# ysyx_22051013_trap_ctrl

==> ysyx_22051013_trap_ctrl/wires.png <==
Scale: 3 px per um.
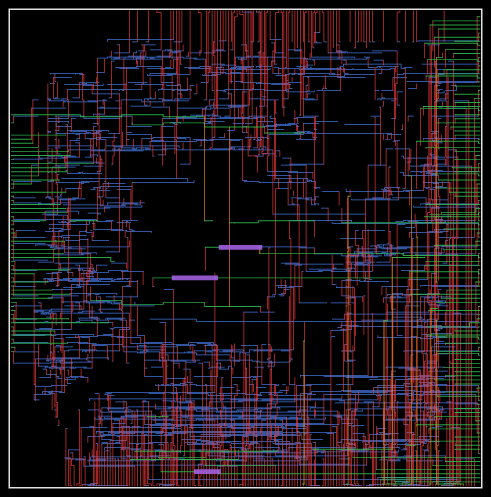

File: src/rtl/ysyx_22051013_trap_ctrl_pkg.sv
// ============================================================================
// ysyx_22051013_trap_ctrl_pkg : shared types and constants for the trap controller
// Revision: 1.0
// ============================================================================
`default_nettype none

package ysyx_22051013_trap_ctrl_pkg;

  typedef enum logic [2:0] {
    ST_IDLE   = 3'd0,
    ST_T_SAVE = 3'd1,
    ST_T_JUMP = 3'd2,
    ST_R_EXEC = 3'd3,
    ST_R_JUMP = 3'd4
  } trap_state_e;

  localparam logic [63:0] ECALL_CAUSE_DEF = 64'd11;
  localparam logic [63:0] TIMER_CAUSE_DEF = 64'h8000_0000_0000_0007;

  // Bit positions of the CSR file control nibble
  localparam int CSR_CTL_WR    = 3;
  localparam int CSR_CTL_RD    = 2;
  localparam int CSR_CTL_ECALL = 1;
  localparam int CSR_CTL_MRET  = 0;

  function automatic logic [3:0] pack_csr_ctl(input logic ecall_ena, input logic mret_ena);
    logic [3:0] ctl;
    ctl                = 4'b0000;
    ctl[CSR_CTL_ECALL] = ecall_ena;
    ctl[CSR_CTL_MRET]  = mret_ena;
    return ctl;
  endfunction

endpackage

`default_nettype wire

File: src/rtl/ysyx_22051013_trap_ctrl.sv
// ============================================================================
// ysyx_22051013_trap_ctrl : M-mode trap entry (ecall, timer irq) / mret sequencer
// Timer interrupt arbitration enabled by YSYX_22051013_TRAP_IRQ_EN. Revision: 1.0
// ============================================================================
`default_nettype none

module ysyx_22051013_trap_ctrl
  import ysyx_22051013_trap_ctrl_pkg::*;
#(
  parameter int              XLEN        = 64,
  parameter logic [XLEN-1:0] ECALL_CAUSE = ECALL_CAUSE_DEF[XLEN-1:0],
  parameter logic [XLEN-1:0] TIMER_CAUSE = TIMER_CAUSE_DEF[XLEN-1:0]
) (
  input  logic            clk,
  input  logic            rst,
  input  logic            ecall_req,
  input  logic            mret_req,
  input  logic [XLEN-1:0] cur_pc,
  input  logic            irq_timer,
  input  logic            mstatus_mie,
  input  logic [XLEN-1:0] mtvec,
  input  logic [XLEN-1:0] mepc,
  output logic            ecall_ena,
  output logic            mret_ena,
  output logic [XLEN-1:0] mcause_value,
  output logic [XLEN-1:0] csr_wdata,
  output logic            stall,
  output logic            redirect_valid,
  output logic [XLEN-1:0] redirect_pc,
  output logic            busy
);

  trap_state_e     state;
  trap_state_e     next_state;
  logic            cap_en;
  logic [XLEN-1:0] cap_cause;
  logic [XLEN-1:0] epc;
  logic [XLEN-1:0] cause;
  logic            unused_inputs;

  // Low mtvec bits carry the vector mode, which this core does not support
  assign unused_inputs = ^{mtvec[1:0], irq_timer, mstatus_mie, TIMER_CAUSE};

  always_comb begin
    next_state = state;
    cap_en     = 1'b0;
    cap_cause  = ECALL_CAUSE;
    case (state)
      ST_IDLE: begin
        if (ecall_req) begin
          cap_en     = 1'b1;
          next_state = ST_T_SAVE;
        end else if (mret_req) begin
          next_state = ST_R_EXEC;
        end
`ifdef YSYX_22051013_TRAP_IRQ_EN
        else if (irq_timer && mstatus_mie) begin
          cap_en     = 1'b1;
          cap_cause  = TIMER_CAUSE;
          next_state = ST_T_SAVE;
        end
`endif
      end
      ST_T_SAVE: next_state = ST_T_JUMP;
      ST_T_JUMP: next_state = ST_IDLE;
      ST_R_EXEC: next_state = ST_R_JUMP;
      ST_R_JUMP: next_state = ST_IDLE;
      default:   next_state = ST_IDLE;
    endcase
  end

  always_ff @(posedge clk) begin
    if (rst) begin
      state          <= ST_IDLE;
      epc            <= '0;
      cause          <= '0;
      ecall_ena      <= 1'b0;
      mret_ena       <= 1'b0;
      stall          <= 1'b0;
      busy           <= 1'b0;
      redirect_valid <= 1'b0;
    end else begin
      state          <= next_state;
      if (cap_en) begin
        epc   <= cur_pc;
        cause <= cap_cause;
      end
      ecall_ena      <= (next_state == ST_T_SAVE);
      mret_ena       <= (next_state == ST_R_EXEC);
      stall          <= (next_state != ST_IDLE);
      busy           <= (next_state != ST_IDLE);
      redirect_valid <= (next_state == ST_T_JUMP) || (next_state == ST_R_JUMP);
    end
  end

  // Data outputs follow the state register; the jump targets use this cycle's CSR values
  always_comb begin
    mcause_value = '0;
    csr_wdata    = '0;
    redirect_pc  = '0;
    case (state)
      ST_T_SAVE: begin
        mcause_value = cause;
        csr_wdata    = epc;
      end
      ST_T_JUMP: redirect_pc = {mtvec[XLEN-1:2], 2'b00};
      ST_R_JUMP: redirect_pc = mepc;
      default:   redirect_pc = '0;
    endcase
  end

endmodule

`default_nettype wire

File: config.mk
export PLATFORM = sky130hd
export DESIGN_NAME = ysyx_22051013_trap_ctrl
export DESIGN_NICKNAME = d
export VERILOG_FILES = /design/src/rtl/ysyx_22051013_trap_ctrl_pkg.sv /design/src/rtl/ysyx_22051013_trap_ctrl.sv
export SDC_FILE = /design/constraint.sdc
export NUM_CORES = 1
export LEC_CHECK = 0
export CORE_AREA = 8 8 149 151
export CTS_CLUSTER_DIAMETER = 150
export CTS_CLUSTER_SIZE = 16
export DETAILED_ROUTE_END_ITERATION = 10
export DIE_AREA = 0 0 157 159
export PLACE_DENSITY = 0.62
export SYNTH_ARGS = -nofsm -noshare
export SYNTH_HDL_FRONTEND = slang
export SYNTH_SLANG_ARGS = --single-unit
export TNS_END_PERCENT = 30
File: constraint.sdc
create_clock -name clk -period 1.6 [get_ports clk]
set_input_delay 0.16 -clock clk [delete_from_list [all_inputs] [get_ports clk]]
set_output_delay 0.16 -clock clk [all_outputs]
set_load 0.02 [all_outputs]
# nibble_bus_ctrl

<file path="config.mk">
export PLATFORM = sky130hd
export DESIGN_NAME = nibble_bus_ctrl
export DESIGN_NICKNAME = d
export VERILOG_FILES = /design/src/rtl/nibble_bus_pkg.sv /design/src/rtl/nibble_bus_wait_cnt.sv /design/src/rtl/nibble_bus_ctrl.sv
export SDC_FILE = /design/constraint.sdc
export NUM_CORES = 1
export LEC_CHECK = 0
export ABC_AREA = 1
export CAP_MARGIN = 20
export CORE_MARGIN = 5
export CORE_UTILIZATION = 44
export DETAILED_ROUTE_END_ITERATION = 6
export PLACE_DENSITY = 0.84
export RECOVER_POWER = 100
export SLEW_MARGIN = 40
export SYNTH_ARGS = -nofsm -noshare
export SYNTH_HDL_FRONTEND = slang
export SYNTH_SLANG_ARGS = --single-unit
</file>
<file path="constraint.sdc">
create_clock -name clk -period 3.3 [get_ports clk]
set_clock_uncertainty 0.05 [all_clocks]
set_input_delay 0.99 -clock clk [delete_from_list [all_inputs] [get_ports clk]]
set_output_delay 0.99 -clock clk [all_outputs]
set_load 0.05 [all_outputs]
</file>
<file path="src/rtl/nibble_bus_pkg.sv">
// Shared definitions for the nibble bus controller: nibble width, FSM
// state encoding and an access-latency helper.
package nibble_bus_pkg;

  localparam int NIBBLE_W = 4;

  typedef enum logic [1:0] {
    IDLE = 2'd0,
    XFER = 2'd1,
    DONE = 2'd2
  } state_t;

  // Cycles from the edge that samples req to the cycle in which done is high.
  function automatic int access_latency(input int nibbles, input int wait_states);
    return nibbles * (1 + wait_states) + 1;
  endfunction

endpackage

</file>
<file path="src/rtl/nibble_bus_wait_cnt.sv">
// Per-nibble cycle counter. Counts 0..WAIT_STATES while enabled and flags the
// cycle in which the current nibble completes. A stall in that final cycle
// holds the counter so the cycle repeats.
module nibble_bus_wait_cnt #(
  parameter int WAIT_STATES = 0
) (
  input  logic clk,
  input  logic rst,
  input  logic en,
  input  logic stall,
  output logic last_cycle
);

  localparam int CNT_W = (WAIT_STATES > 0) ? $clog2(WAIT_STATES + 1) : 1;
  localparam logic [CNT_W-1:0] CNT_MAX = CNT_W'(WAIT_STATES);

  logic [CNT_W-1:0] cnt_r;
  logic [CNT_W-1:0] cnt_s;
  logic             at_max_s;

  // Next count and completion flag; the counter rewinds after each nibble.
  always_comb begin
    at_max_s   = (cnt_r == CNT_MAX);
    last_cycle = en & at_max_s & ~stall;
    cnt_s      = cnt_r;
    if (!en) begin
      cnt_s = '0;
    end else if (at_max_s) begin
      if (stall) begin
        cnt_s = cnt_r;
      end else begin
        cnt_s = '0;
      end
    end else begin
      cnt_s = cnt_r + CNT_W'(1);
    end
  end

  // Counter register.
  always_ff @(posedge clk) begin
    if (rst) begin
      cnt_r <= '0;
    end else begin
      cnt_r <= cnt_s;
    end
  end

endmodule

</file>
<file path="src/rtl/nibble_bus_ctrl.sv">
// Bus interface unit: splits a core word access into NIBBLES transfers on a
// 4-bit external bus at consecutive nibble addresses, assembles read data
// little-endian and pulses done for one cycle. All outputs are registered.
// Optional macro NIBBLE_BUS_WAIT_EN adds a bus_wait input that stretches the
// final cycle of a nibble for as long as it is asserted.
module nibble_bus_ctrl
  import nibble_bus_pkg::*;
#(
  parameter int ADDR_W      = 11,
  parameter int NIBBLES     = 2,
  parameter int WAIT_STATES = 0
) (
  input  logic                       clk,
  input  logic                       rst,
  input  logic                       req,
  input  logic                       we,
  input  logic [ADDR_W-1:0]          addr,
  input  logic [NIBBLE_W*NIBBLES-1:0] wdata,
  output logic [NIBBLE_W*NIBBLES-1:0] rdata,
  output logic                       done,
  output logic                       busy,
  output logic [ADDR_W-1:0]          bus_addr,
  output logic                       bus_data_rw,
  output logic [NIBBLE_W-1:0]        bus_data_out,
`ifdef NIBBLE_BUS_WAIT_EN
  input  logic                       bus_wait,
`endif
  input  logic [NIBBLE_W-1:0]        bus_data_in
);

  localparam int WORD_W = NIBBLE_W * NIBBLES;
  localparam int IDX_W  = (NIBBLES > 1) ? $clog2(NIBBLES) : 1;
  localparam logic [IDX_W-1:0] LAST_IDX = IDX_W'(NIBBLES - 1);

  state_t              state_r, state_s;
  logic [IDX_W-1:0]    idx_r, idx_s;
  logic                we_r, we_s;
  logic [ADDR_W-1:0]   addr_r, addr_s;
  logic [WORD_W-1:0]   wdata_r, wdata_s;
  logic [WORD_W-1:0]   rdata_r, rdata_s;
  logic                done_r, done_s;
  logic                busy_r, busy_s;
  logic [ADDR_W-1:0]   bus_addr_r, bus_addr_s;
  logic                rw_r, rw_s;
  logic [NIBBLE_W-1:0] out_r, out_s;
  logic                last_cycle_s;
  logic                stall_s;

`ifdef NIBBLE_BUS_WAIT_EN
  assign stall_s = bus_wait;
`else
  assign stall_s = 1'b0;
`endif

  nibble_bus_wait_cnt #(
    .WAIT_STATES (WAIT_STATES)
  ) u_wait_cnt (
    .clk        (clk),
    .rst        (rst),
    .en         (state_r == XFER),
    .stall      (stall_s),
    .last_cycle (last_cycle_s)
  );

  // Next-state and next-output logic; outputs are computed one cycle ahead
  // so that every port comes straight from a flop.
  always_comb begin
    state_s    = state_r;
    idx_s      = idx_r;
    we_s       = we_r;
    addr_s     = addr_r;
    wdata_s    = wdata_r;
    rdata_s    = rdata_r;
    done_s     = 1'b0;
    busy_s     = busy_r;
    bus_addr_s = bus_addr_r;
    rw_s       = rw_r;
    out_s      = out_r;
    case (state_r)
      IDLE: begin
        if (req) begin
          state_s    = XFER;
          we_s       = we;
          addr_s     = addr;
          wdata_s    = wdata;
          idx_s      = '0;
          busy_s     = 1'b1;
          bus_addr_s = addr;
          rw_s       = we;
          out_s      = we ? wdata[NIBBLE_W-1:0] : NIBBLE_W'(0);
        end else begin
          state_s = IDLE;
          busy_s  = 1'b0;
          rw_s    = 1'b0;
          out_s   = NIBBLE_W'(0);
        end
      end
      XFER: begin
        busy_s = 1'b1;
        if (last_cycle_s) begin
          if (!we_r) begin
            rdata_s[NIBBLE_W*idx_r +: NIBBLE_W] = bus_data_in;
          end else begin
            rdata_s = rdata_r;
          end
          if (idx_r == LAST_IDX) begin
            state_s = DONE;
            done_s  = 1'b1;
            rw_s    = 1'b0;
            out_s   = NIBBLE_W'(0);
          end else begin
            idx_s      = idx_r + IDX_W'(1);
            bus_addr_s = addr_r + ADDR_W'(idx_s);
            rw_s       = we_r;
            out_s      = we_r ? wdata_r[NIBBLE_W*idx_s +: NIBBLE_W] : NIBBLE_W'(0);
          end
        end else begin
          state_s = XFER;
        end
      end
      DONE: begin
        state_s = IDLE;
        busy_s  = 1'b0;
        rw_s    = 1'b0;
        out_s   = NIBBLE_W'(0);
      end
      default: begin
        state_s = IDLE;
        busy_s  = 1'b0;
        rw_s    = 1'b0;
        out_s   = NIBBLE_W'(0);
      end
    endcase
  end

  // State, latched request and output registers.
  always_ff @(posedge clk) begin
    if (rst) begin
      state_r    <= IDLE;
      idx_r      <= '0;
      we_r       <= 1'b0;
      addr_r     <= '0;
      wdata_r    <= '0;
      rdata_r    <= '0;
      done_r     <= 1'b0;
      busy_r     <= 1'b0;
      bus_addr_r <= '0;
      rw_r       <= 1'b0;
      out_r      <= '0;
    end else begin
      state_r    <= state_s;
      idx_r      <= idx_s;
      we_r       <= we_s;
      addr_r     <= addr_s;
      wdata_r    <= wdata_s;
      rdata_r    <= rdata_s;
      done_r     <= done_s;
      busy_r     <= busy_s;
      bus_addr_r <= bus_addr_s;
      rw_r       <= rw_s;
      out_r      <= out_s;
    end
  end

  assign rdata        = rdata_r;
  assign done         = done_r;
  assign busy         = busy_r;
  assign bus_addr     = bus_addr_r;
  assign bus_data_rw  = rw_r;
  assign bus_data_out = out_r;

endmodule

</file>
# instr_byte_fifo

--- config.mk ---
export PLATFORM = sky130hd
export DESIGN_NAME = instr_byte_fifo
export DESIGN_NICKNAME = d
export VERILOG_FILES = /design/src/rtl/instr_byte_fifo.sv
export SDC_FILE = /design/constraint.sdc
export NUM_CORES = 1
export LEC_CHECK = 0
export CAP_MARGIN = 20
export CORE_ASPECT_RATIO = 0.6
export CORE_MARGIN = 3
export CORE_UTILIZATION = 55
export DETAILED_ROUTE_END_ITERATION = 10
export PLACE_DENSITY = 0.78
export SYNTH_ARGS = -nofsm -noshare
export SYNTH_HDL_FRONTEND = slang
export SYNTH_SLANG_ARGS = --single-unit
--- constraint.sdc ---
create_clock -name clk -period 2.94 [get_ports clk]
set_input_delay 0.294 -clock clk [delete_from_list [all_inputs] [get_ports clk]]
set_output_delay 0.294 -clock clk [all_outputs]
set_load 0.005 [all_outputs]
--- src/rtl/instr_byte_fifo.sv ---
// Assembles 16-bit instructions from byte strobes (high byte first) into a small FIFO, head offered valid/ready.
// Optional macro INSTR_FIFO_DROP_CNT_EN enables a saturating dropped-instruction counter on drop_cnt.
module instr_byte_fifo #(
    parameter int DEPTH   = 4,
    parameter int TIMEOUT = 16,
    localparam int AW     = $clog2(DEPTH)
) (
    input  logic          clk,
    input  logic          rst,
    input  logic [7:0]    byte_in,
    input  logic          byte_stb,
    input  logic          flush,
    output logic [15:0]   instr_out,
    output logic          instr_valid,
    input  logic          instr_ready,
    output logic [AW:0]   fill_level,
    output logic          overflow,
    output logic          resync,
    output logic [7:0]    drop_cnt
);
    typedef enum logic {S_HI, S_LO} state_t;

    localparam logic [AW:0] FULL_CNT  = (AW+1)'(DEPTH);
    localparam logic [7:0]  TIMER_END = 8'(TIMEOUT - 1);

    state_t         r_state;
    logic [7:0]     r_hi;
    logic [7:0]     r_timer;
    logic [15:0]    r_mem [DEPTH];
    logic [AW-1:0]  r_wr_ptr;
    logic [AW-1:0]  r_rd_ptr;
    logic [AW:0]    r_count;
    logic           r_overflow;
    logic           r_resync;

    logic           w_pop;
    logic           w_word_rdy;
    logic           w_room;
    logic           w_push;
    logic           w_drop;
    logic [15:0]    w_word;

    assign w_pop      = (r_count != '0) && instr_ready;
    assign w_word_rdy = (r_state == S_LO) && byte_stb;
    // A full FIFO still accepts a word when the head leaves in the same cycle
    assign w_room     = (r_count < FULL_CNT) || w_pop;
    assign w_push     = w_word_rdy && w_room;
    assign w_drop     = w_word_rdy && !w_room;
    assign w_word     = {r_hi, byte_in};

    always_ff @(posedge clk or posedge rst) begin
        if (rst) begin
            r_state    <= S_HI;
            r_hi       <= 8'h00;
            r_timer    <= 8'h00;
            r_resync   <= 1'b0;
        end else if (flush) begin
            r_state    <= S_HI;
            r_timer    <= 8'h00;
            r_resync   <= 1'b0;
        end else begin
            r_resync <= 1'b0;
            case (r_state)
                S_HI: begin
                    if (byte_stb) begin
                        r_hi    <= byte_in;
                        r_timer <= 8'h00;
                        r_state <= S_LO;
                    end
                end
                S_LO: begin
                    if (byte_stb) begin
                        r_state <= S_HI;
                    end else if (r_timer == TIMER_END) begin
                        r_resync <= 1'b1;
                        r_state  <= S_HI;
                    end else begin
                        r_timer <= r_timer + 8'h01;
                    end
                end
                default: r_state <= S_HI;
            endcase
        end
    end

    always_ff @(posedge clk or posedge rst) begin
        if (rst) begin
            r_wr_ptr   <= '0;
            r_rd_ptr   <= '0;
            r_count    <= '0;
            r_overflow <= 1'b0;
        end else if (flush) begin
            r_wr_ptr   <= '0;
            r_rd_ptr   <= '0;
            r_count    <= '0;
            r_overflow <= 1'b0;
        end else begin
            if (w_push) r_wr_ptr <= r_wr_ptr + AW'(1);
            if (w_pop)  r_rd_ptr <= r_rd_ptr + AW'(1);
            case ({w_push, w_pop})
                2'b10:   r_count <= r_count + 1'b1;
                2'b01:   r_count <= r_count - 1'b1;
                default: r_count <= r_count;
            endcase
            r_overflow <= r_overflow | w_drop;
        end
    end

    always_ff @(posedge clk) begin
        if (!flush && w_push) r_mem[r_wr_ptr] <= w_word;
    end

`ifdef INSTR_FIFO_DROP_CNT_EN
    logic [7:0] r_drop_cnt;

    always_ff @(posedge clk or posedge rst) begin
        if (rst) begin
            r_drop_cnt <= 8'h00;
        end else if (flush) begin
            r_drop_cnt <= 8'h00;
        end else if (w_drop && r_drop_cnt != 8'hFF) begin
            r_drop_cnt <= r_drop_cnt + 8'h01;
        end
    end

    assign drop_cnt = r_drop_cnt;
`else
    assign drop_cnt = 8'h00;
`endif

    assign instr_valid = (r_count != '0);
    assign instr_out   = (r_count != '0) ? r_mem[r_rd_ptr] : 16'h0000;
    assign fill_level  = r_count;
    assign overflow    = r_overflow;
    assign resync      = r_resync;
endmodule

# event_pending_ctrl

[src/rtl/event_pending_ctrl.sv]
// event_pending_ctrl: captures rising edges on 8 event lines into sticky,
// maskable pending bits. The masked pending vector goes out to an external
// 8-to-3 priority encoder (bit 7 highest), whose index is read back. One
// pending event at a time is then offered on a valid/ready port.
//
// Ports:
//   clk, rst_n        clock, asynchronous active-low reset
//   evt[7:0]          synchronous event lines; a 0->1 transition sets pending
//   mask_we/wdata     mask load, takes effect at the next edge
//   mask[7:0]         current enable mask (1 = line enabled)
//   pend_vec[7:0]     pending & mask, combinational, feeds encoder.in
//   enc_idx[2:0]      encoder.out, valid in the same cycle as pend_vec
//   req_valid/idx     offered event index
//   req_ready         consumer accepts the offer
//   overflow[7:0]     sticky: edge arrived while the line was already pending
//   ovf_clr           clears all overflow bits (a coincident new set wins)
module event_pending_ctrl #(
  parameter logic [7:0] MASK_RST = 8'hFF
) (
  input  logic       clk,
  input  logic       rst_n,
  input  logic [7:0] evt,
  input  logic       mask_we,
  input  logic [7:0] mask_wdata,
  output logic [7:0] mask,
  output logic [7:0] pend_vec,
  input  logic [2:0] enc_idx,
  output logic       req_valid,
  output logic [2:0] req_idx,
  input  logic       req_ready,
  output logic [7:0] overflow,
  input  logic       ovf_clr
);

  typedef enum logic {IDLE, OFFER} state_t;

  state_t     state_q, state_d;
  logic [7:0] evt_q;
  logic [7:0] pending_q, pending_d;
  logic [7:0] mask_q, mask_d;
  logic [7:0] overflow_q, overflow_d;
  logic [2:0] req_idx_q, req_idx_d;

  logic [7:0] evt_edge;
  logic [7:0] clr;
  logic [7:0] ovf_set;

  assign evt_edge = evt & ~evt_q;

  // The accepted line is cleared regardless of the mask, so an offer that
  // gets masked after it was made still retires its own pending bit.
  assign clr = (state_q == OFFER && req_ready) ? (8'b1 << req_idx_q) : 8'b0;

  // A new edge on a line being accepted this cycle re-arms it; that is not
  // an overflow because the previous occurrence is being consumed.
  assign ovf_set   = evt_edge & pending_q & ~clr;
  assign pending_d = (pending_q & ~clr) | evt_edge;
  assign overflow_d = ovf_clr ? ovf_set : (overflow_q | ovf_set);
  assign mask_d     = mask_we ? mask_wdata : mask_q;

  assign pend_vec  = pending_q & mask_q;
  assign mask      = mask_q;
  assign overflow  = overflow_q;
  // Decoded from state so an asynchronous reset drops the offer at once.
  assign req_valid = (state_q == OFFER);
  assign req_idx   = req_idx_q;

  always_comb begin
    state_d   = state_q;
    req_idx_d = req_idx_q;
    unique case (state_q)
      IDLE: begin
        // Priority is frozen here; later arrivals wait for the next IDLE.
        if (pend_vec != 8'b0) begin
          req_idx_d = enc_idx;
          state_d   = OFFER;
        end
      end
      OFFER: begin
        if (req_ready) begin
          state_d = IDLE;
        end
      end
      default: state_d = IDLE;
    endcase
  end

  always_ff @(posedge clk or negedge rst_n) begin
    if (!rst_n) begin
      state_q    <= IDLE;
      evt_q      <= 8'b0;
      pending_q  <= 8'b0;
      mask_q     <= MASK_RST;
      overflow_q <= 8'b0;
      req_idx_q  <= 3'd0;
    end else begin
      state_q    <= state_d;
      evt_q      <= evt;
      pending_q  <= pending_d;
      mask_q     <= mask_d;
      overflow_q <= overflow_d;
      req_idx_q  <= req_idx_d;
    end
  end

endmodule

[config.mk]
export PLATFORM = sky130hd
export DESIGN_NAME = event_pending_ctrl
export DESIGN_NICKNAME = d
export VERILOG_FILES = /design/src/rtl/event_pending_ctrl.sv
export SDC_FILE = /design/constraint.sdc
export NUM_CORES = 1
export LEC_CHECK = 0
export ABC_AREA = 1
export CAP_MARGIN = 20
export CORE_MARGIN = 2
export CORE_UTILIZATION = 44
export DETAILED_ROUTE_END_ITERATION = 10
export HOLD_SLACK_MARGIN = 0.06
export PLACE_DENSITY_LB_ADDON = 0.15
export SLEW_MARGIN = 10
export SYNTH_ARGS = -nofsm -noshare
export SYNTH_HDL_FRONTEND = slang
export SYNTH_SLANG_ARGS = --single-unit
export TNS_END_PERCENT = 100
[constraint.sdc]
create_clock -name clk -period 1.5 [get_ports clk]
set_clock_uncertainty 0.05 [all_clocks]
set_input_delay 0.3 -clock clk [delete_from_list [all_inputs] [get_ports clk]]
set_output_delay 0.3 -clock clk [all_outputs]
set_load 0.005 [all_outputs]
==> nibble_bus_ctrl/power_grid.png <==
Scale: 6 px per um. Pins as bars on the die edge. Tap cells in gray.
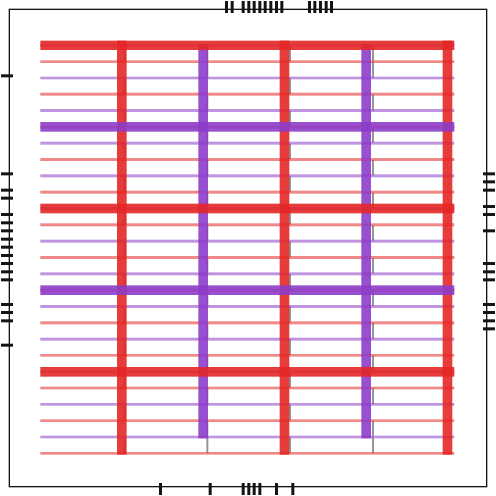
- purple: VDD
- red: VSS
- met5 straps: 5
- rows: 25
- met1 rails: 26

==> impl_metrics.csv, nibble_bus_ctrl <==
group,metric,value,unit
worst_setup_path,cp-startpoint,"bus_addr[2]",
logic_synthesis,flop_cell,"dfxtp_1",
clock_tree,hold_buffers,0,
logic_synthesis,synth_adder_area_share,1.18,%
sta,slew_viol_final,0,
worst_setup_path,crit_arrival,1560,ps
layout,drive_gt1_share,11.1,%
sta,fin_ws,704,ps
clock_tree,cts_max_level,2,
flow_run,maxCapViolations,0,
die,tap_cells,54,
layout,regArea,921,sq um
sta,finalSetupViolCount,0,
logic_synthesis,most_common_cell,"nand2_1",
worst_setup_path,worstPathCellList,"dlygate4sd3_1",
worst_setup_path,slowest_stage,"dlygate4sd3_1",
grt,grt_antenna_before_repair,0,
pwr,finalPower,1.27,mW
run_status,status,"complete, no violations",
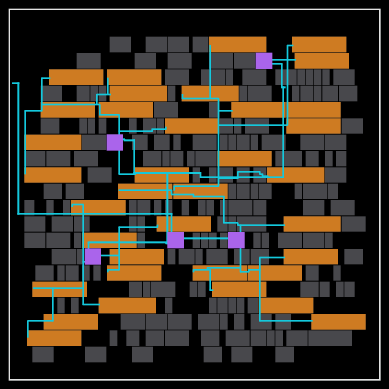
(event_pending_ctrl/clk_routes.png)
Scale: 6 px per um.
- purple: clock drivers (count 5)
- cyan: clock wires (length 440 um)
- orange: flip-flops (count 36)
- flops lie: widely spread
- routed clock nets: 6

==> impl_metrics.csv, event_pending_ctrl <==
group,metric,value,unit
grt,grtUsageMet1,24.7,%
pwr,ir_drop,0.000907,V
pwr,pwr-share-comb,38.4,%
logic_synthesis,syn-cell-area,1460,sq um
layout,nets,244,
clock_tree,clock_latency,350,ps
sta,finalSetupViolCount,6,
run_status,status,"complete, but fails checks",
run_status,violations,"negative setup slack",
die,io-pin-count,52,
logic_synthesis,top_area_cell,"dfrtp_1",
worst_setup_path,crit_end,"pend_vec[7]",
clock_tree,clk_pin_slew,110,ps
hold_path,hold_path.class,"input port to asynchronous set/reset pin",
grt,grt_util_all_layers,21.4,%
sta,final-hold-violation-count,0,
sta,worstMarginPinSlew,401,ps
sta,fin_ws,-29.1,ps
pwr,pwr-share-seq,44.0,%
pwr,p_sw,1.05,mW
routing,vias,1243,
layout,antenna_cells,0,
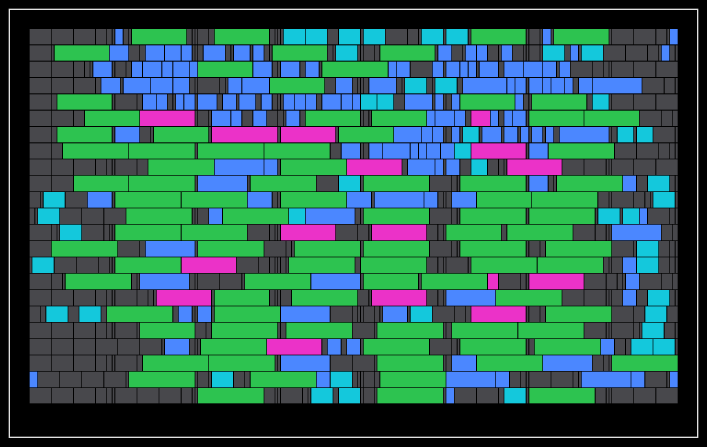
(instr_byte_fifo/placement_by_type.png)
Scale: 6 px per um. Fill, decap, tap and diode cells in gray.
- magenta: clock drivers and dummy loads (cells 16)
- cyan: remaining buffers and delay cells (cells 44)
- green: sequential cells (cells 90)
- blue: combinational and other logic (cells 144)
Final Util: 69.2%
Std-Cell Core Area: 6760 sq um
fin area: 4680 sq um

==> impl_metrics.csv, instr_byte_fifo <==
group,metric,value,unit
run_status,status,"complete, no violations",
layout,buffer_area_share,8.87,%
clock_tree,post-cts-setup-buffers,0,
pwr,pwr-share-seq,45.9,%
grt,grtUsageMet1,29.4,%
layout,largestRegisters,"r_mem x64, r_hi x8, r_timer x8",
pwr,clkPwrFrac,41.5,%
pwr,p_int,2.52,mW
routing,drtIter0Drc,148,
layout,nFillCells,447,
layout,sequential_cell_total,90,
worst_setup_path,reg2reg_from,"fill_level[0]",
logic_synthesis,netlist_top_cells_count,"edfxtp_1, dfrtp_1, and2_1, mux4_2, nor2_1",
routing,dr_wl_met3,523,um
worst_setup_path,max_stage_delay,570,ps
grt,grt_pass1_vias,2157,
routing,wl_met1,3360,um
sta,finalSetupViolCount,0,
clock_tree,clock_latency,330,ps
layout,fin_cells,381,
die,die_y,71.1,um
clock_tree,cts_tree,"yes",
routing,wire_per_inst,19.2,um
worst_setup_path,crit_cells,7,
layout,regMostFlops,"r_mem",
==> ysyx_22051013_trap_ctrl/clk_routes.png <==
Scale: 2 px per um.
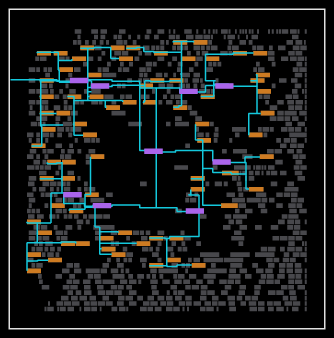
- purple: clock drivers (count 9)
- orange: flip-flops (count 72)
- cyan: clock wires (length 1,270 um)
- routed clock nets: 10
- flops lie: widely spread
Skew-Pair Late Insertion Delay: 340 ps
clk_skew: 5.30 ps

About ysyx_22051013_trap_ctrl/wires.png:
- blue: metal 1 (wire length 8,710 um)
- orange: metal 4 (wire length 730 um)
- green: metal 3 (wire length 2,470 um)
- purple: metal 5 (wire length 34.0 um)
- red: metal 2 (wire length 11,000 um)
per-cell routed wire length: 20.2 um
DR vias: 4,726
GRT Overall Usage: 17.3%
routed wire length: 23,000 um

==> impl_metrics.csv, ysyx_22051013_trap_ctrl <==
group,metric,value,unit
run_status,status,"complete, but fails checks",
run_status,violations,"negative setup slack",
placed_design,placed_area,8170,sq um
worst_setup_path,reg2reg_depth,5,
hold_path,hold_path.class,"input port to flop",
pwr,p_int,4.44,mW
sta,finalSetupViolCount,130,
logic_synthesis,yosysTopAreaCellShare,30.3,%
clock_tree,cts_resized,530,
worst_setup_path,critical-path-top-delay-family,"buffers and inverters",
worst_setup_path,worstPathCellList,"buf_6 > nor3b_4 > buf_6 > buf_12 > clkbuf_16 > a22o_1 > buf_6",
die,tap_cells,270,
sta,fin_ws,-317,ps
sta,fmax,0.522,GHz
pwr,pwr-share-comb,33.8,%
die,fp_util,24.0,%
layout,comb_cells,398,
layout,sequential_cell_total,72,
worst_setup_path,crit_cells,7,
pwr,p_sw_share,29.2,%
worst_setup_path,path_class,"flop to primary output",
logic_synthesis,ys_sh_simple,27.7,%
worst_setup_path,cp_num_buf_inv,5,
die,core_region_area,19800,sq um
worst_setup_path,rrSetupSlack,50,ps
layout,nets,1058,
sta,post-route-period-util,120,%
die,die_y,159,um

==> gallery <==
Wiring by layer.
panel A
Scale: 8 px per um.
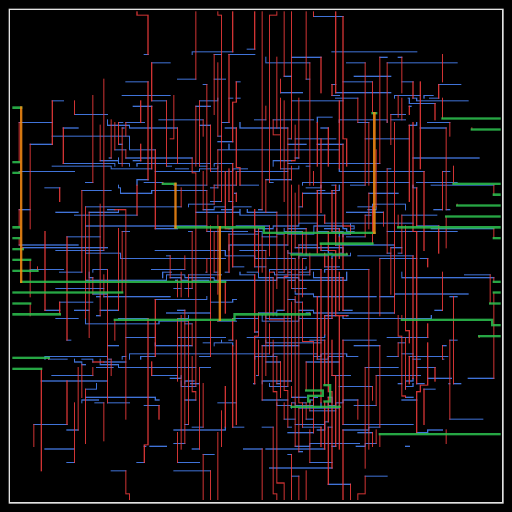
panel B
Scale: 6 px per um.
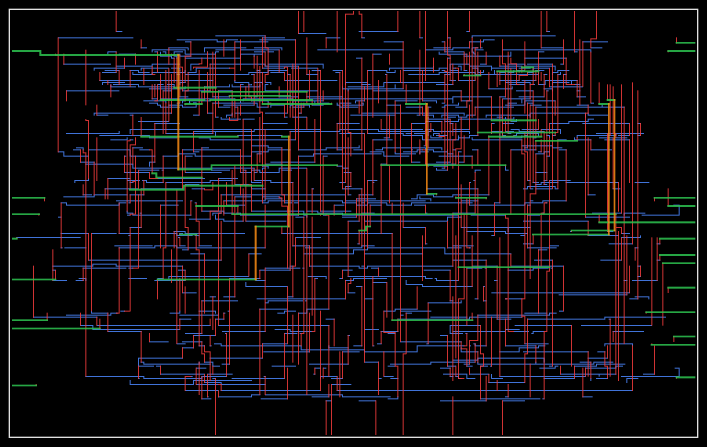
panel C
Scale: 6 px per um.
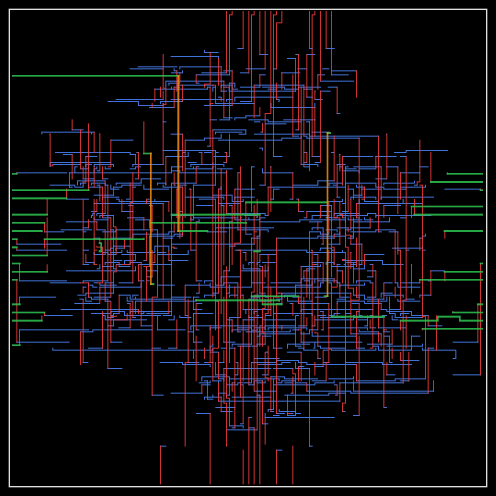
panel B: instr_byte_fifo
panel C: nibble_bus_ctrl
panel A: event_pending_ctrl
The one with the least wire is panel A.
The one with the most wire is panel B.

Key to panel B:
- red: metal 2 (wire length 3,330 um)
- green: metal 3 (wire length 524 um)
- blue: metal 1 (wire length 3,360 um)
- orange: metal 4 (wire length 101 um)


# boot_loader_flat

==> boot_loader_flat/clk_routes.png <==
Scale: 4 px per um.
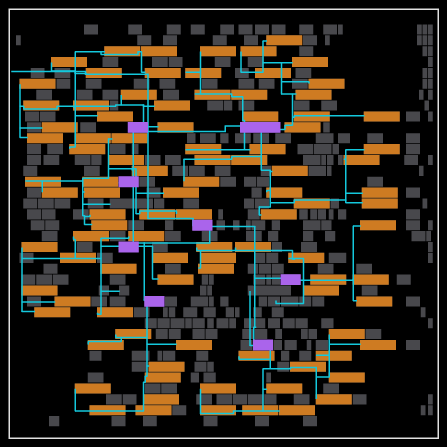

`src/rtl/boot_loader_if.sv`:
```
// Byte-stream and instruction-memory write bus for boot_loader.
// The slave modport is the loader side; master is the byte source / memory side.
interface boot_loader_if #(
   parameter int unsigned ADDR_W = 10
);
   logic              in_valid;
   logic              in_ready;
   logic [7:0]        in_data;
   logic              imem_we;
   logic [ADDR_W-1:0] imem_addr;
   logic [31:0]       imem_wdata;

   modport master (
      output in_valid, in_data,
      input  in_ready, imem_we, imem_addr, imem_wdata
   );

   modport slave (
      input  in_valid, in_data,
      output in_ready, imem_we, imem_addr, imem_wdata
   );
endinterface

```
`src/rtl/boot_loader.sv`:
```
// Byte-stream program loader: header word count, little-endian words into imem, then core release.
// Optional trailing checksum word enabled by defining BOOT_LOADER_CHECKSUM_EN.
module boot_loader #(
   parameter int unsigned IMEM_DEPTH = 1024,
   parameter int unsigned ADDR_W     = 10,
   parameter logic [31:0] BOOT_ADDR  = 32'hFFFF_0000
) (
   input  logic                clk,
   input  logic                rstn,
   boot_loader_if.slave        bus,
   output logic                core_rstn,
   output logic [31:0]         boot_addr,
   output logic                load_done,
   output logic                load_err
);

`ifdef BOOT_LOADER_CHECKSUM_EN
   typedef enum logic [2:0] {StHdr, StLoad, StCsum, StDone, StErr} state_e;
`else
   typedef enum logic [2:0] {StHdr, StLoad, StDone, StErr} state_e;
`endif

   // One extra bit so a count of IMEM_DEPTH words is representable.
   typedef logic [ADDR_W:0] cnt_t;

   state_e            state_q, state_d;
   logic [1:0]        byte_cnt_q, byte_cnt_d;
   cnt_t              word_cnt_q, word_cnt_d;
   cnt_t              n_q, n_d;
   logic [23:0]       part_q, part_d;
   logic              ready_q, ready_d;
   logic              we_q, we_d;
   logic [ADDR_W-1:0] addr_q, addr_d;
   logic [31:0]       wdata_q, wdata_d;
   logic              core_rstn_q, core_rstn_d;
   logic              done_q, done_d;
   logic              err_q, err_d;
`ifdef BOOT_LOADER_CHECKSUM_EN
   logic [31:0]       sum_q, sum_d;
`endif

   logic        accept;
   logic [31:0] full_word;
   logic        last_word;

   assign accept    = bus.in_valid && ready_q;
   assign full_word = {bus.in_data, part_q};
   assign last_word = (word_cnt_q == (n_q - cnt_t'(1)));

   always_comb begin
      state_d     = state_q;
      byte_cnt_d  = byte_cnt_q;
      word_cnt_d  = word_cnt_q;
      n_d         = n_q;
      part_d      = part_q;
      we_d        = 1'b0;
      addr_d      = addr_q;
      wdata_d     = wdata_q;
      core_rstn_d = (state_q == StDone);
      done_d      = (state_q == StDone);
      err_d       = (state_q == StErr);
`ifdef BOOT_LOADER_CHECKSUM_EN
      sum_d       = sum_q;
`endif

      if (accept) begin
         byte_cnt_d = byte_cnt_q + 2'd1;
         unique case (byte_cnt_q)
            2'd0:    part_d[7:0]   = bus.in_data;
            2'd1:    part_d[15:8]  = bus.in_data;
            2'd2:    part_d[23:16] = bus.in_data;
            default: begin
               unique case (state_q)
                  StHdr: begin
                     n_d = full_word[ADDR_W:0];
                     if (full_word == 32'd0) begin
                        state_d = StDone;
                     end else if (full_word > 32'(IMEM_DEPTH)) begin
                        state_d = StErr;
                     end else begin
                        state_d = StLoad;
                     end
                  end
                  StLoad: begin
                     we_d       = 1'b1;
                     addr_d     = word_cnt_q[ADDR_W-1:0];
                     wdata_d    = full_word;
                     word_cnt_d = word_cnt_q + cnt_t'(1);
`ifdef BOOT_LOADER_CHECKSUM_EN
                     sum_d = sum_q + full_word;
                     if (last_word) state_d = StCsum;
`else
                     if (last_word) state_d = StDone;
`endif
                  end
`ifdef BOOT_LOADER_CHECKSUM_EN
                  StCsum: begin
                     state_d = (full_word == sum_q) ? StDone : StErr;
                  end
`endif
                  default: ;
               endcase
            end
         endcase
      end

      // Registered so in_ready is low in reset and rises the first cycle after release.
      ready_d = (state_d != StDone) && (state_d != StErr);
   end

   always_ff @(posedge clk or negedge rstn) begin
      if (!rstn) begin
         state_q     <= StHdr;
         byte_cnt_q  <= 2'd0;
         word_cnt_q  <= '0;
         n_q         <= '0;
         part_q      <= '0;
         ready_q     <= 1'b0;
         we_q        <= 1'b0;
         addr_q      <= '0;
         wdata_q     <= '0;
         core_rstn_q <= 1'b0;
         done_q      <= 1'b0;
         err_q       <= 1'b0;
`ifdef BOOT_LOADER_CHECKSUM_EN
         sum_q       <= '0;
`endif
      end else begin
         state_q     <= state_d;
         byte_cnt_q  <= byte_cnt_d;
         word_cnt_q  <= word_cnt_d;
         n_q         <= n_d;
         part_q      <= part_d;
         ready_q     <= ready_d;
         we_q        <= we_d;
         addr_q      <= addr_d;
         wdata_q     <= wdata_d;
         core_rstn_q <= core_rstn_d;
         done_q      <= done_d;
         err_q       <= err_d;
`ifdef BOOT_LOADER_CHECKSUM_EN
         sum_q       <= sum_d;
`endif
      end
   end

   assign bus.in_ready   = ready_q;
   assign bus.imem_we    = we_q;
   assign bus.imem_addr  = addr_q;
   assign bus.imem_wdata = wdata_q;
   assign core_rstn      = core_rstn_q;
   assign boot_addr      = BOOT_ADDR;
   assign load_done      = done_q;
   assign load_err       = err_q;

endmodule
```
`src/flat_wrapper.sv`:
```
// flat-port wrapper written by rule: the top's interface ports become plain ports
module boot_loader_flat 
#(
   parameter int unsigned IMEM_DEPTH = 1024,
   parameter int unsigned ADDR_W     = 10,
   parameter logic [31:0] BOOT_ADDR  = 32'hFFFF_0000
)
  (clk, rstn, core_rstn, boot_addr, load_done, load_err, bus_in_valid, bus_in_data, bus_in_ready, bus_imem_we, bus_imem_addr, bus_imem_wdata);
  boot_loader_if #(.ADDR_W(ADDR_W)) bus_i ();
  input  logic clk;
  input  logic rstn;
  output logic core_rstn;
  output logic [31:0] boot_addr;
  output logic load_done;
  output logic load_err;
  input wire logic [$bits(bus_i.in_valid)-1:0] bus_in_valid;
  input wire logic [$bits(bus_i.in_data)-1:0] bus_in_data;
  output wire logic [$bits(bus_i.in_ready)-1:0] bus_in_ready;
  output wire logic [$bits(bus_i.imem_we)-1:0] bus_imem_we;
  output wire logic [$bits(bus_i.imem_addr)-1:0] bus_imem_addr;
  output wire logic [$bits(bus_i.imem_wdata)-1:0] bus_imem_wdata;
  assign bus_i.in_valid = bus_in_valid;
  assign bus_i.in_data = bus_in_data;
  assign bus_in_ready = bus_i.in_ready;
  assign bus_imem_we = bus_i.imem_we;
  assign bus_imem_addr = bus_i.imem_addr;
  assign bus_imem_wdata = bus_i.imem_wdata;
  boot_loader #(.IMEM_DEPTH(IMEM_DEPTH), .ADDR_W(ADDR_W), .BOOT_ADDR(BOOT_ADDR)) u_core (.clk(clk), .rstn(rstn), .bus(bus_i), .core_rstn(core_rstn), .boot_addr(boot_addr), .load_done(load_done), .load_err(load_err));
endmodule
```
`config.mk`:
```
export PLATFORM = sky130hd
export DESIGN_NAME = boot_loader_flat
export DESIGN_NICKNAME = d
export VERILOG_FILES = /design/src/rtl/boot_loader_if.sv /design/src/rtl/boot_loader.sv /design/src/flat_wrapper.sv
export SDC_FILE = /design/constraint.sdc
export NUM_CORES = 1
export LEC_CHECK = 0
export CORE_MARGIN = 1
export CORE_UTILIZATION = 40
export DETAILED_ROUTE_END_ITERATION = 10
export REMOVE_ABC_BUFFERS = 1
export SYNTH_ARGS = -nofsm -noshare
export SYNTH_HDL_FRONTEND = slang
export SYNTH_SLANG_ARGS = --single-unit
```
`constraint.sdc`:
```
create_clock -name clk -period 3.6 [get_ports clk]
set_input_delay 0.72 -clock clk [delete_from_list [all_inputs] [get_ports clk]]
set_output_delay 0.72 -clock clk [all_outputs]
set_load 0.03 [all_outputs]
```
# rv16_csr_req

### src/rtl/rv16_csr_pkg.sv
// Shared constants for the rv16 CSR access path: CSR op codes, SYSTEM funct3
// encodings, well-known CSR addresses and the request FSM state type.
package rv16_csr_pkg;

  localparam logic [2:0] OP_RD = 3'b000;
  localparam logic [2:0] OP_RW = 3'b001;
  localparam logic [2:0] OP_RS = 3'b010;
  localparam logic [2:0] OP_RC = 3'b011;

  localparam logic [2:0] F3_CSRRW  = 3'b001;
  localparam logic [2:0] F3_CSRRS  = 3'b010;
  localparam logic [2:0] F3_CSRRC  = 3'b011;
  localparam logic [2:0] F3_CSRRWI = 3'b101;
  localparam logic [2:0] F3_CSRRSI = 3'b110;
  localparam logic [2:0] F3_CSRRCI = 3'b111;

  localparam logic [11:0] CSR_CYCLE   = 12'hC00;
  localparam logic [11:0] CSR_INSTRET = 12'hC02;
  localparam logic [11:0] CSR_MSTATUS = 12'h300;
  localparam logic [11:0] CSR_MIE     = 12'h304;
  localparam logic [11:0] CSR_MTVEC   = 12'h305;
  localparam logic [11:0] CSR_MEPC    = 12'h341;
  localparam logic [11:0] CSR_MCAUSE  = 12'h342;
  localparam logic [11:0] CSR_MTVAL   = 12'h343;

  typedef enum logic [1:0] {
    S_IDLE = 2'd0,
    S_REQ  = 2'd1,
    S_WAIT = 2'd2,
    S_WB   = 2'd3
  } csr_state_e;

  // funct3 000 (ECALL/EBREAK class) and 100 (reserved) are not CSR accesses.
  function automatic logic f3_legal(input logic [2:0] f3);
    return f3[1:0] != 2'b00;
  endfunction

endpackage

### src/rtl/rv16_csr_req.sv
// CSR access initiator: one decoded CSR instruction in, one request to the CSR
// file, old value back to writeback. Optional WAIT timeout: RV16_CSR_TIMEOUT_EN.
module rv16_csr_req
  import rv16_csr_pkg::*;
#(
  parameter int XLEN           = 32,
  parameter int TIMEOUT_CYCLES = 16
) (
  input  logic            clk,
  input  logic            rst_n,
  input  logic            i_valid,
  output logic            o_ready,
  input  logic [2:0]      i_funct3,
  input  logic [11:0]     i_csr_addr,
  input  logic [XLEN-1:0] i_rs1_data,
  input  logic [4:0]      i_rs1_idx,
  input  logic [4:0]      i_rd,
  output logic [11:0]     o_csr_addr,
  output logic [31:0]     o_csr_wdata,
  output logic [2:0]      o_csr_op,
  output logic            o_csr_valid,
  input  logic [31:0]     i_csr_rdata,
  input  logic            i_csr_ready,
  output logic            o_wb_valid,
  output logic [4:0]      o_wb_rd,
  output logic [XLEN-1:0] o_wb_data,
  output logic            o_illegal
);

  csr_state_e      state_q, state_d;
  logic [11:0]     addr_q, addr_d;
  logic [31:0]     wdata_q, wdata_d;
  logic [2:0]      op_q, op_d;
  logic [4:0]      rd_q, rd_d;
  logic [XLEN-1:0] data_q, data_d;
  logic            illegal_q, illegal_d;
  logic            timeout;

`ifdef RV16_CSR_TIMEOUT_EN
  localparam int CNT_W = $clog2(TIMEOUT_CYCLES + 1);
  logic [CNT_W-1:0] cnt_q;

  // Counts completed WAIT cycles; zero on every entry to WAIT.
  always_ff @(posedge clk) begin
    if (!rst_n)                cnt_q <= '0;
    else if (state_q != S_WAIT) cnt_q <= '0;
    else                       cnt_q <= cnt_q + 1'b1;
  end

  assign timeout = (state_q == S_WAIT) && (cnt_q == CNT_W'(TIMEOUT_CYCLES - 1));
`else
  assign timeout = 1'b0;
`endif

  always_comb begin
    state_d   = state_q;
    addr_d    = addr_q;
    wdata_d   = wdata_q;
    op_d      = op_q;
    rd_d      = rd_q;
    data_d    = data_q;
    illegal_d = 1'b0;
    case (state_q)
      S_IDLE: begin
        if (i_valid) begin
          if (f3_legal(i_funct3)) begin
            state_d = S_REQ;
            addr_d  = i_csr_addr;
            rd_d    = i_rd;
            // RS/RC with a zero operand index must not write: issue a plain read.
            op_d    = (i_funct3[1] && (i_rs1_idx == 5'd0)) ? OP_RD : {1'b0, i_funct3[1:0]};
            wdata_d = i_funct3[2] ? {27'd0, i_rs1_idx} : 32'(i_rs1_data);
          end else begin
            illegal_d = 1'b1;
          end
        end
      end
      S_REQ: state_d = S_WAIT;
      S_WAIT: begin
        if (i_csr_ready) begin
          data_d  = XLEN'(i_csr_rdata);
          state_d = (rd_q != 5'd0) ? S_WB : S_IDLE;
        end else if (timeout) begin
          illegal_d = 1'b1;
          state_d   = S_IDLE;
        end
      end
      S_WB:    state_d = S_IDLE;
      default: state_d = S_IDLE;
    endcase
  end

  always_ff @(posedge clk) begin
    if (!rst_n) begin
      state_q   <= S_IDLE;
      addr_q    <= '0;
      wdata_q   <= '0;
      op_q      <= '0;
      rd_q      <= '0;
      data_q    <= '0;
      illegal_q <= 1'b0;
    end else begin
      state_q   <= state_d;
      addr_q    <= addr_d;
      wdata_q   <= wdata_d;
      op_q      <= op_d;
      rd_q      <= rd_d;
      data_q    <= data_d;
      illegal_q <= illegal_d;
    end
  end

  logic req_act, wb_act;
  assign req_act = (state_q == S_REQ) || (state_q == S_WAIT);
  assign wb_act  = (state_q == S_WB);

  assign o_ready     = (state_q == S_IDLE);
  assign o_csr_valid = (state_q == S_REQ);
  assign o_csr_addr  = req_act ? addr_q  : '0;
  assign o_csr_wdata = req_act ? wdata_q : '0;
  assign o_csr_op    = req_act ? op_q    : '0;
  assign o_wb_valid  = wb_act && (rd_q != 5'd0);
  assign o_wb_rd     = wb_act ? rd_q   : '0;
  assign o_wb_data   = wb_act ? data_q : '0;
  assign o_illegal   = illegal_q;

endmodule

### config.mk
export PLATFORM = sky130hd
export DESIGN_NAME = rv16_csr_req
export DESIGN_NICKNAME = d
export VERILOG_FILES = /design/src/rtl/rv16_csr_pkg.sv /design/src/rtl/rv16_csr_req.sv
export SDC_FILE = /design/constraint.sdc
export NUM_CORES = 1
export LEC_CHECK = 0
export ABC_CLOCK_PERIOD_IN_PS = 2410
export CORE_MARGIN = 5
export CORE_UTILIZATION = 25
export CTS_BUF_LIST = sky130_fd_sc_hd__clkbuf_8
export CTS_CLUSTER_SIZE = 14
export DETAILED_ROUTE_END_ITERATION = 12
export SYNTH_ARGS = -nofsm -noshare
export SYNTH_HDL_FRONTEND = slang
export SYNTH_SLANG_ARGS = --single-unit
### constraint.sdc
create_clock -name clk -period 2.41 [get_ports clk]
set_clock_uncertainty 0.15 [all_clocks]
set_input_delay 0.241 -clock clk [delete_from_list [all_inputs] [get_ports clk]]
set_output_delay 0.241 -clock clk [all_outputs]
set_load 0.01 [all_outputs]
==> rv16_csr_req/congestion.png <==
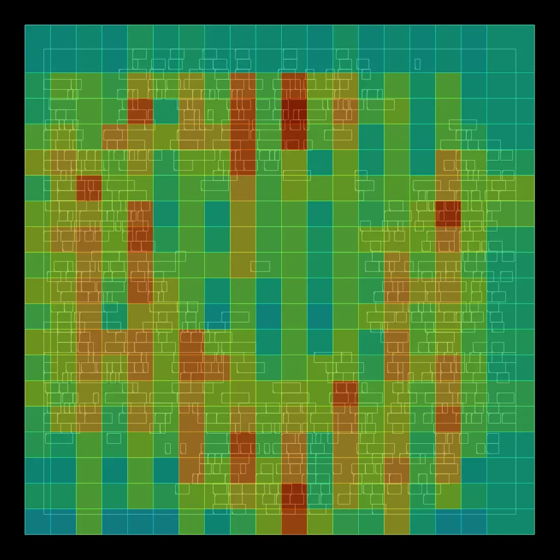
Final Util: 39.6%
GRT met3 Usage: 6.58%
GR Util met2: 23.5%
per-cell routed wire length: 14.8 um
GRT Overall Usage: 13.8%

==> impl_metrics.csv, rv16_csr_req <==
group,metric,value,unit
logic_synthesis,ys_async_sr_fraction,0,%
layout,regArea,1730,sq um
run_status,status,"complete, no violations",
grt,grt_start_max_net_pins,45,
worst_setup_path,crit_arrival,1920,ps
pwr,p_int,2.64,mW
clock_tree,cts_buffers,9,
clock_tree,clockBufferDepth,2,
grt,grt_antenna_before_repair,0,
routing,wl,12900,um
layout,fin_cells,870,
grt,overflow,0,
hold_path,hold_path_end,"state_q[1]",
layout,antenna_cells,0,
pwr,powerComb,1.04,mW
layout,comb_cells,359,
logic_synthesis,ys_top_logic_family,"simple AND/OR/NAND/NOR gates",
pwr,p_sw,1.10,mW
placed_design,gp_congestion,0.756,
logic_synthesis,ys_cells,487,
worst_setup_path,reg2reg_to,"state_q[1]",
layout,largestRegisters,"data_q x32, wdata_q x32, addr_q x12",
sta,final-hold-violation-count,0,
layout,layout.cells.most_common,"nand2_1",
routing,wl_met2,6070,um
die,dieArea,18800,sq um
layout,nClkBuffers,9,
==> boot_loader_flat/wires.png <==
Scale: 4 px per um.
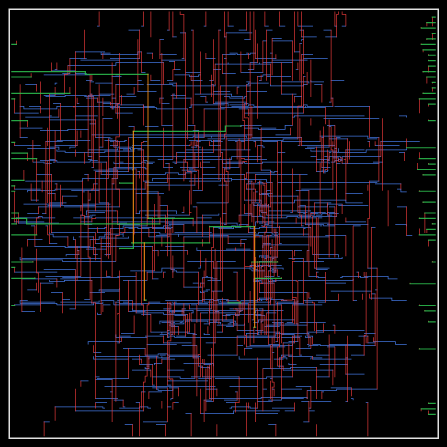
- red: metal 2 (wire length 3,750 um)
- blue: metal 1 (wire length 4,000 um)
- green: metal 3 (wire length 334 um)
- orange: metal 4 (wire length 103 um)

==> boot_loader_flat/power_grid.png <==
Scale: 4 px per um. Pins as bars on the die edge. Tap cells in gray.
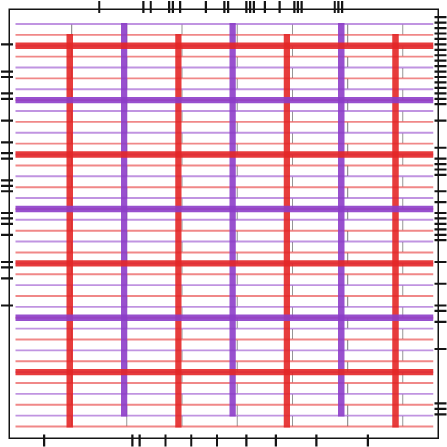
- purple: VDD
- red: VSS
- tap cells: 136
- signal pins: 90
- met5 straps: 7
- rows: 37

About boot_loader_flat/clk_routes.png:
- orange: flip-flops (count 97)
- purple: clock drivers (count 9)
- cyan: clock wires (length 1,110 um)
- routed clock nets: 10
clk_skew: 7.06 ps
Skew-Pair Late Insertion Delay: 360 ps
Clock power frac: 17.2%

==> impl_metrics.csv, boot_loader_flat <==
group,metric,value,unit
run_status,status,"complete, no violations",
logic_synthesis,synth_adder_area_share,1.71,%
grt,grt_util_all_layers,15.6,%
worst_setup_path,required,3850,ps
routing,drcViolationCount,0,
clock_tree,clk_pin_slew,90,ps
flow_run,warnings,28,
worst_setup_path,critPathCaptureType,"flop",
worst_setup_path,crit_end,"u_core.state_q[1]",
clock_tree,cts_tree,"yes",
routing,dr.pass1.iters,4,
sta,period_needed,2710,ps
logic_synthesis,xor_area_share,5.18,%
logic_synthesis,ys_sh_simple,7.77,%
routing,vias,2642,


==> notes/layouts.md <==
Pictures saved along the way, in no particular order.

Cells colored by class.
picture 1
Scale: 3 px per um. Fill, decap, tap and diode cells in gray.
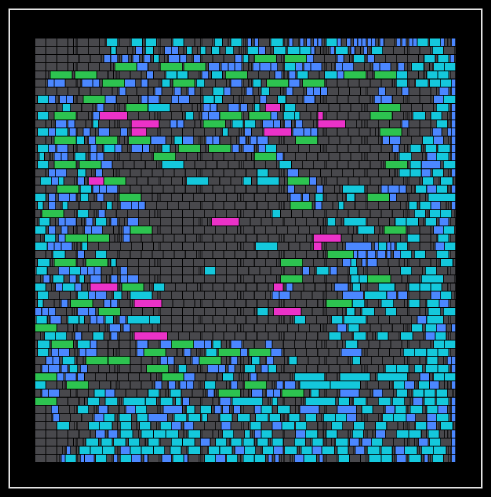
picture 2
Scale: 8 px per um. Fill, decap, tap and diode cells in gray.
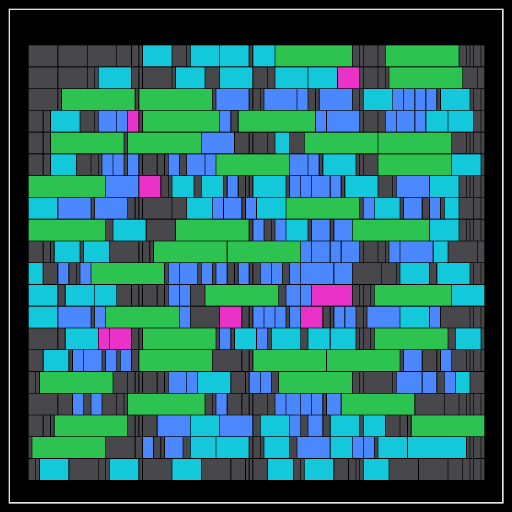
picture 3
Scale: 3 px per um. Fill, decap, tap and diode cells in gray.
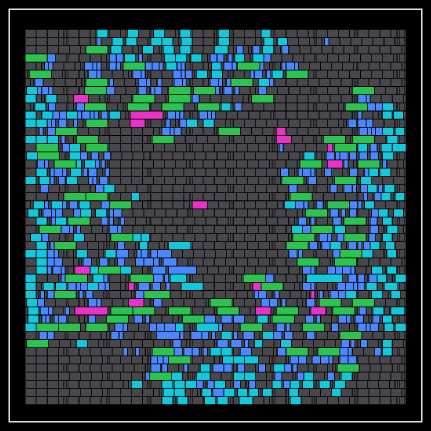
picture 4
Scale: 4 px per um. Fill, decap, tap and diode cells in gray.
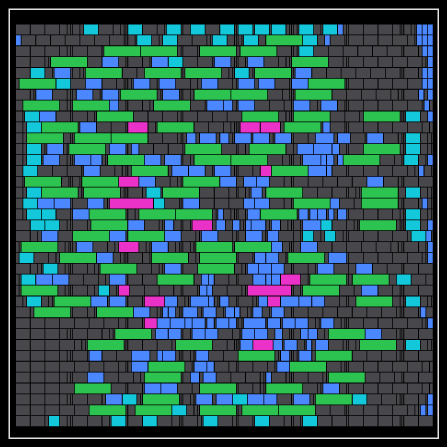
picture 5
Scale: 6 px per um. Fill, decap, tap and diode cells in gray.
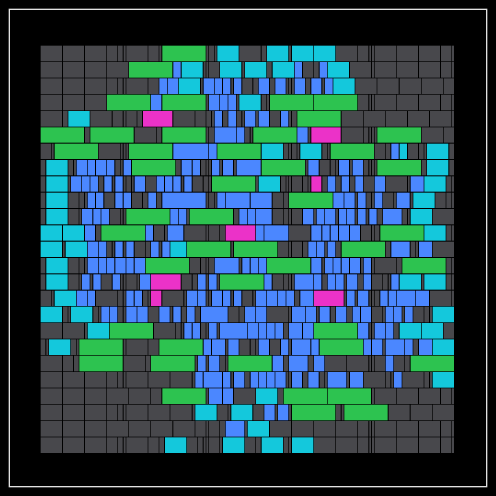
The one with the fewest cells is picture 2.
The one with the largest die is picture 1.
picture 3: rv16_csr_req
picture 1: ysyx_22051013_trap_ctrl
picture 5: nibble_bus_ctrl
picture 4: boot_loader_flat
picture 2: event_pending_ctrl

No activity file was given, so power comes from the tool's default toggle rates.
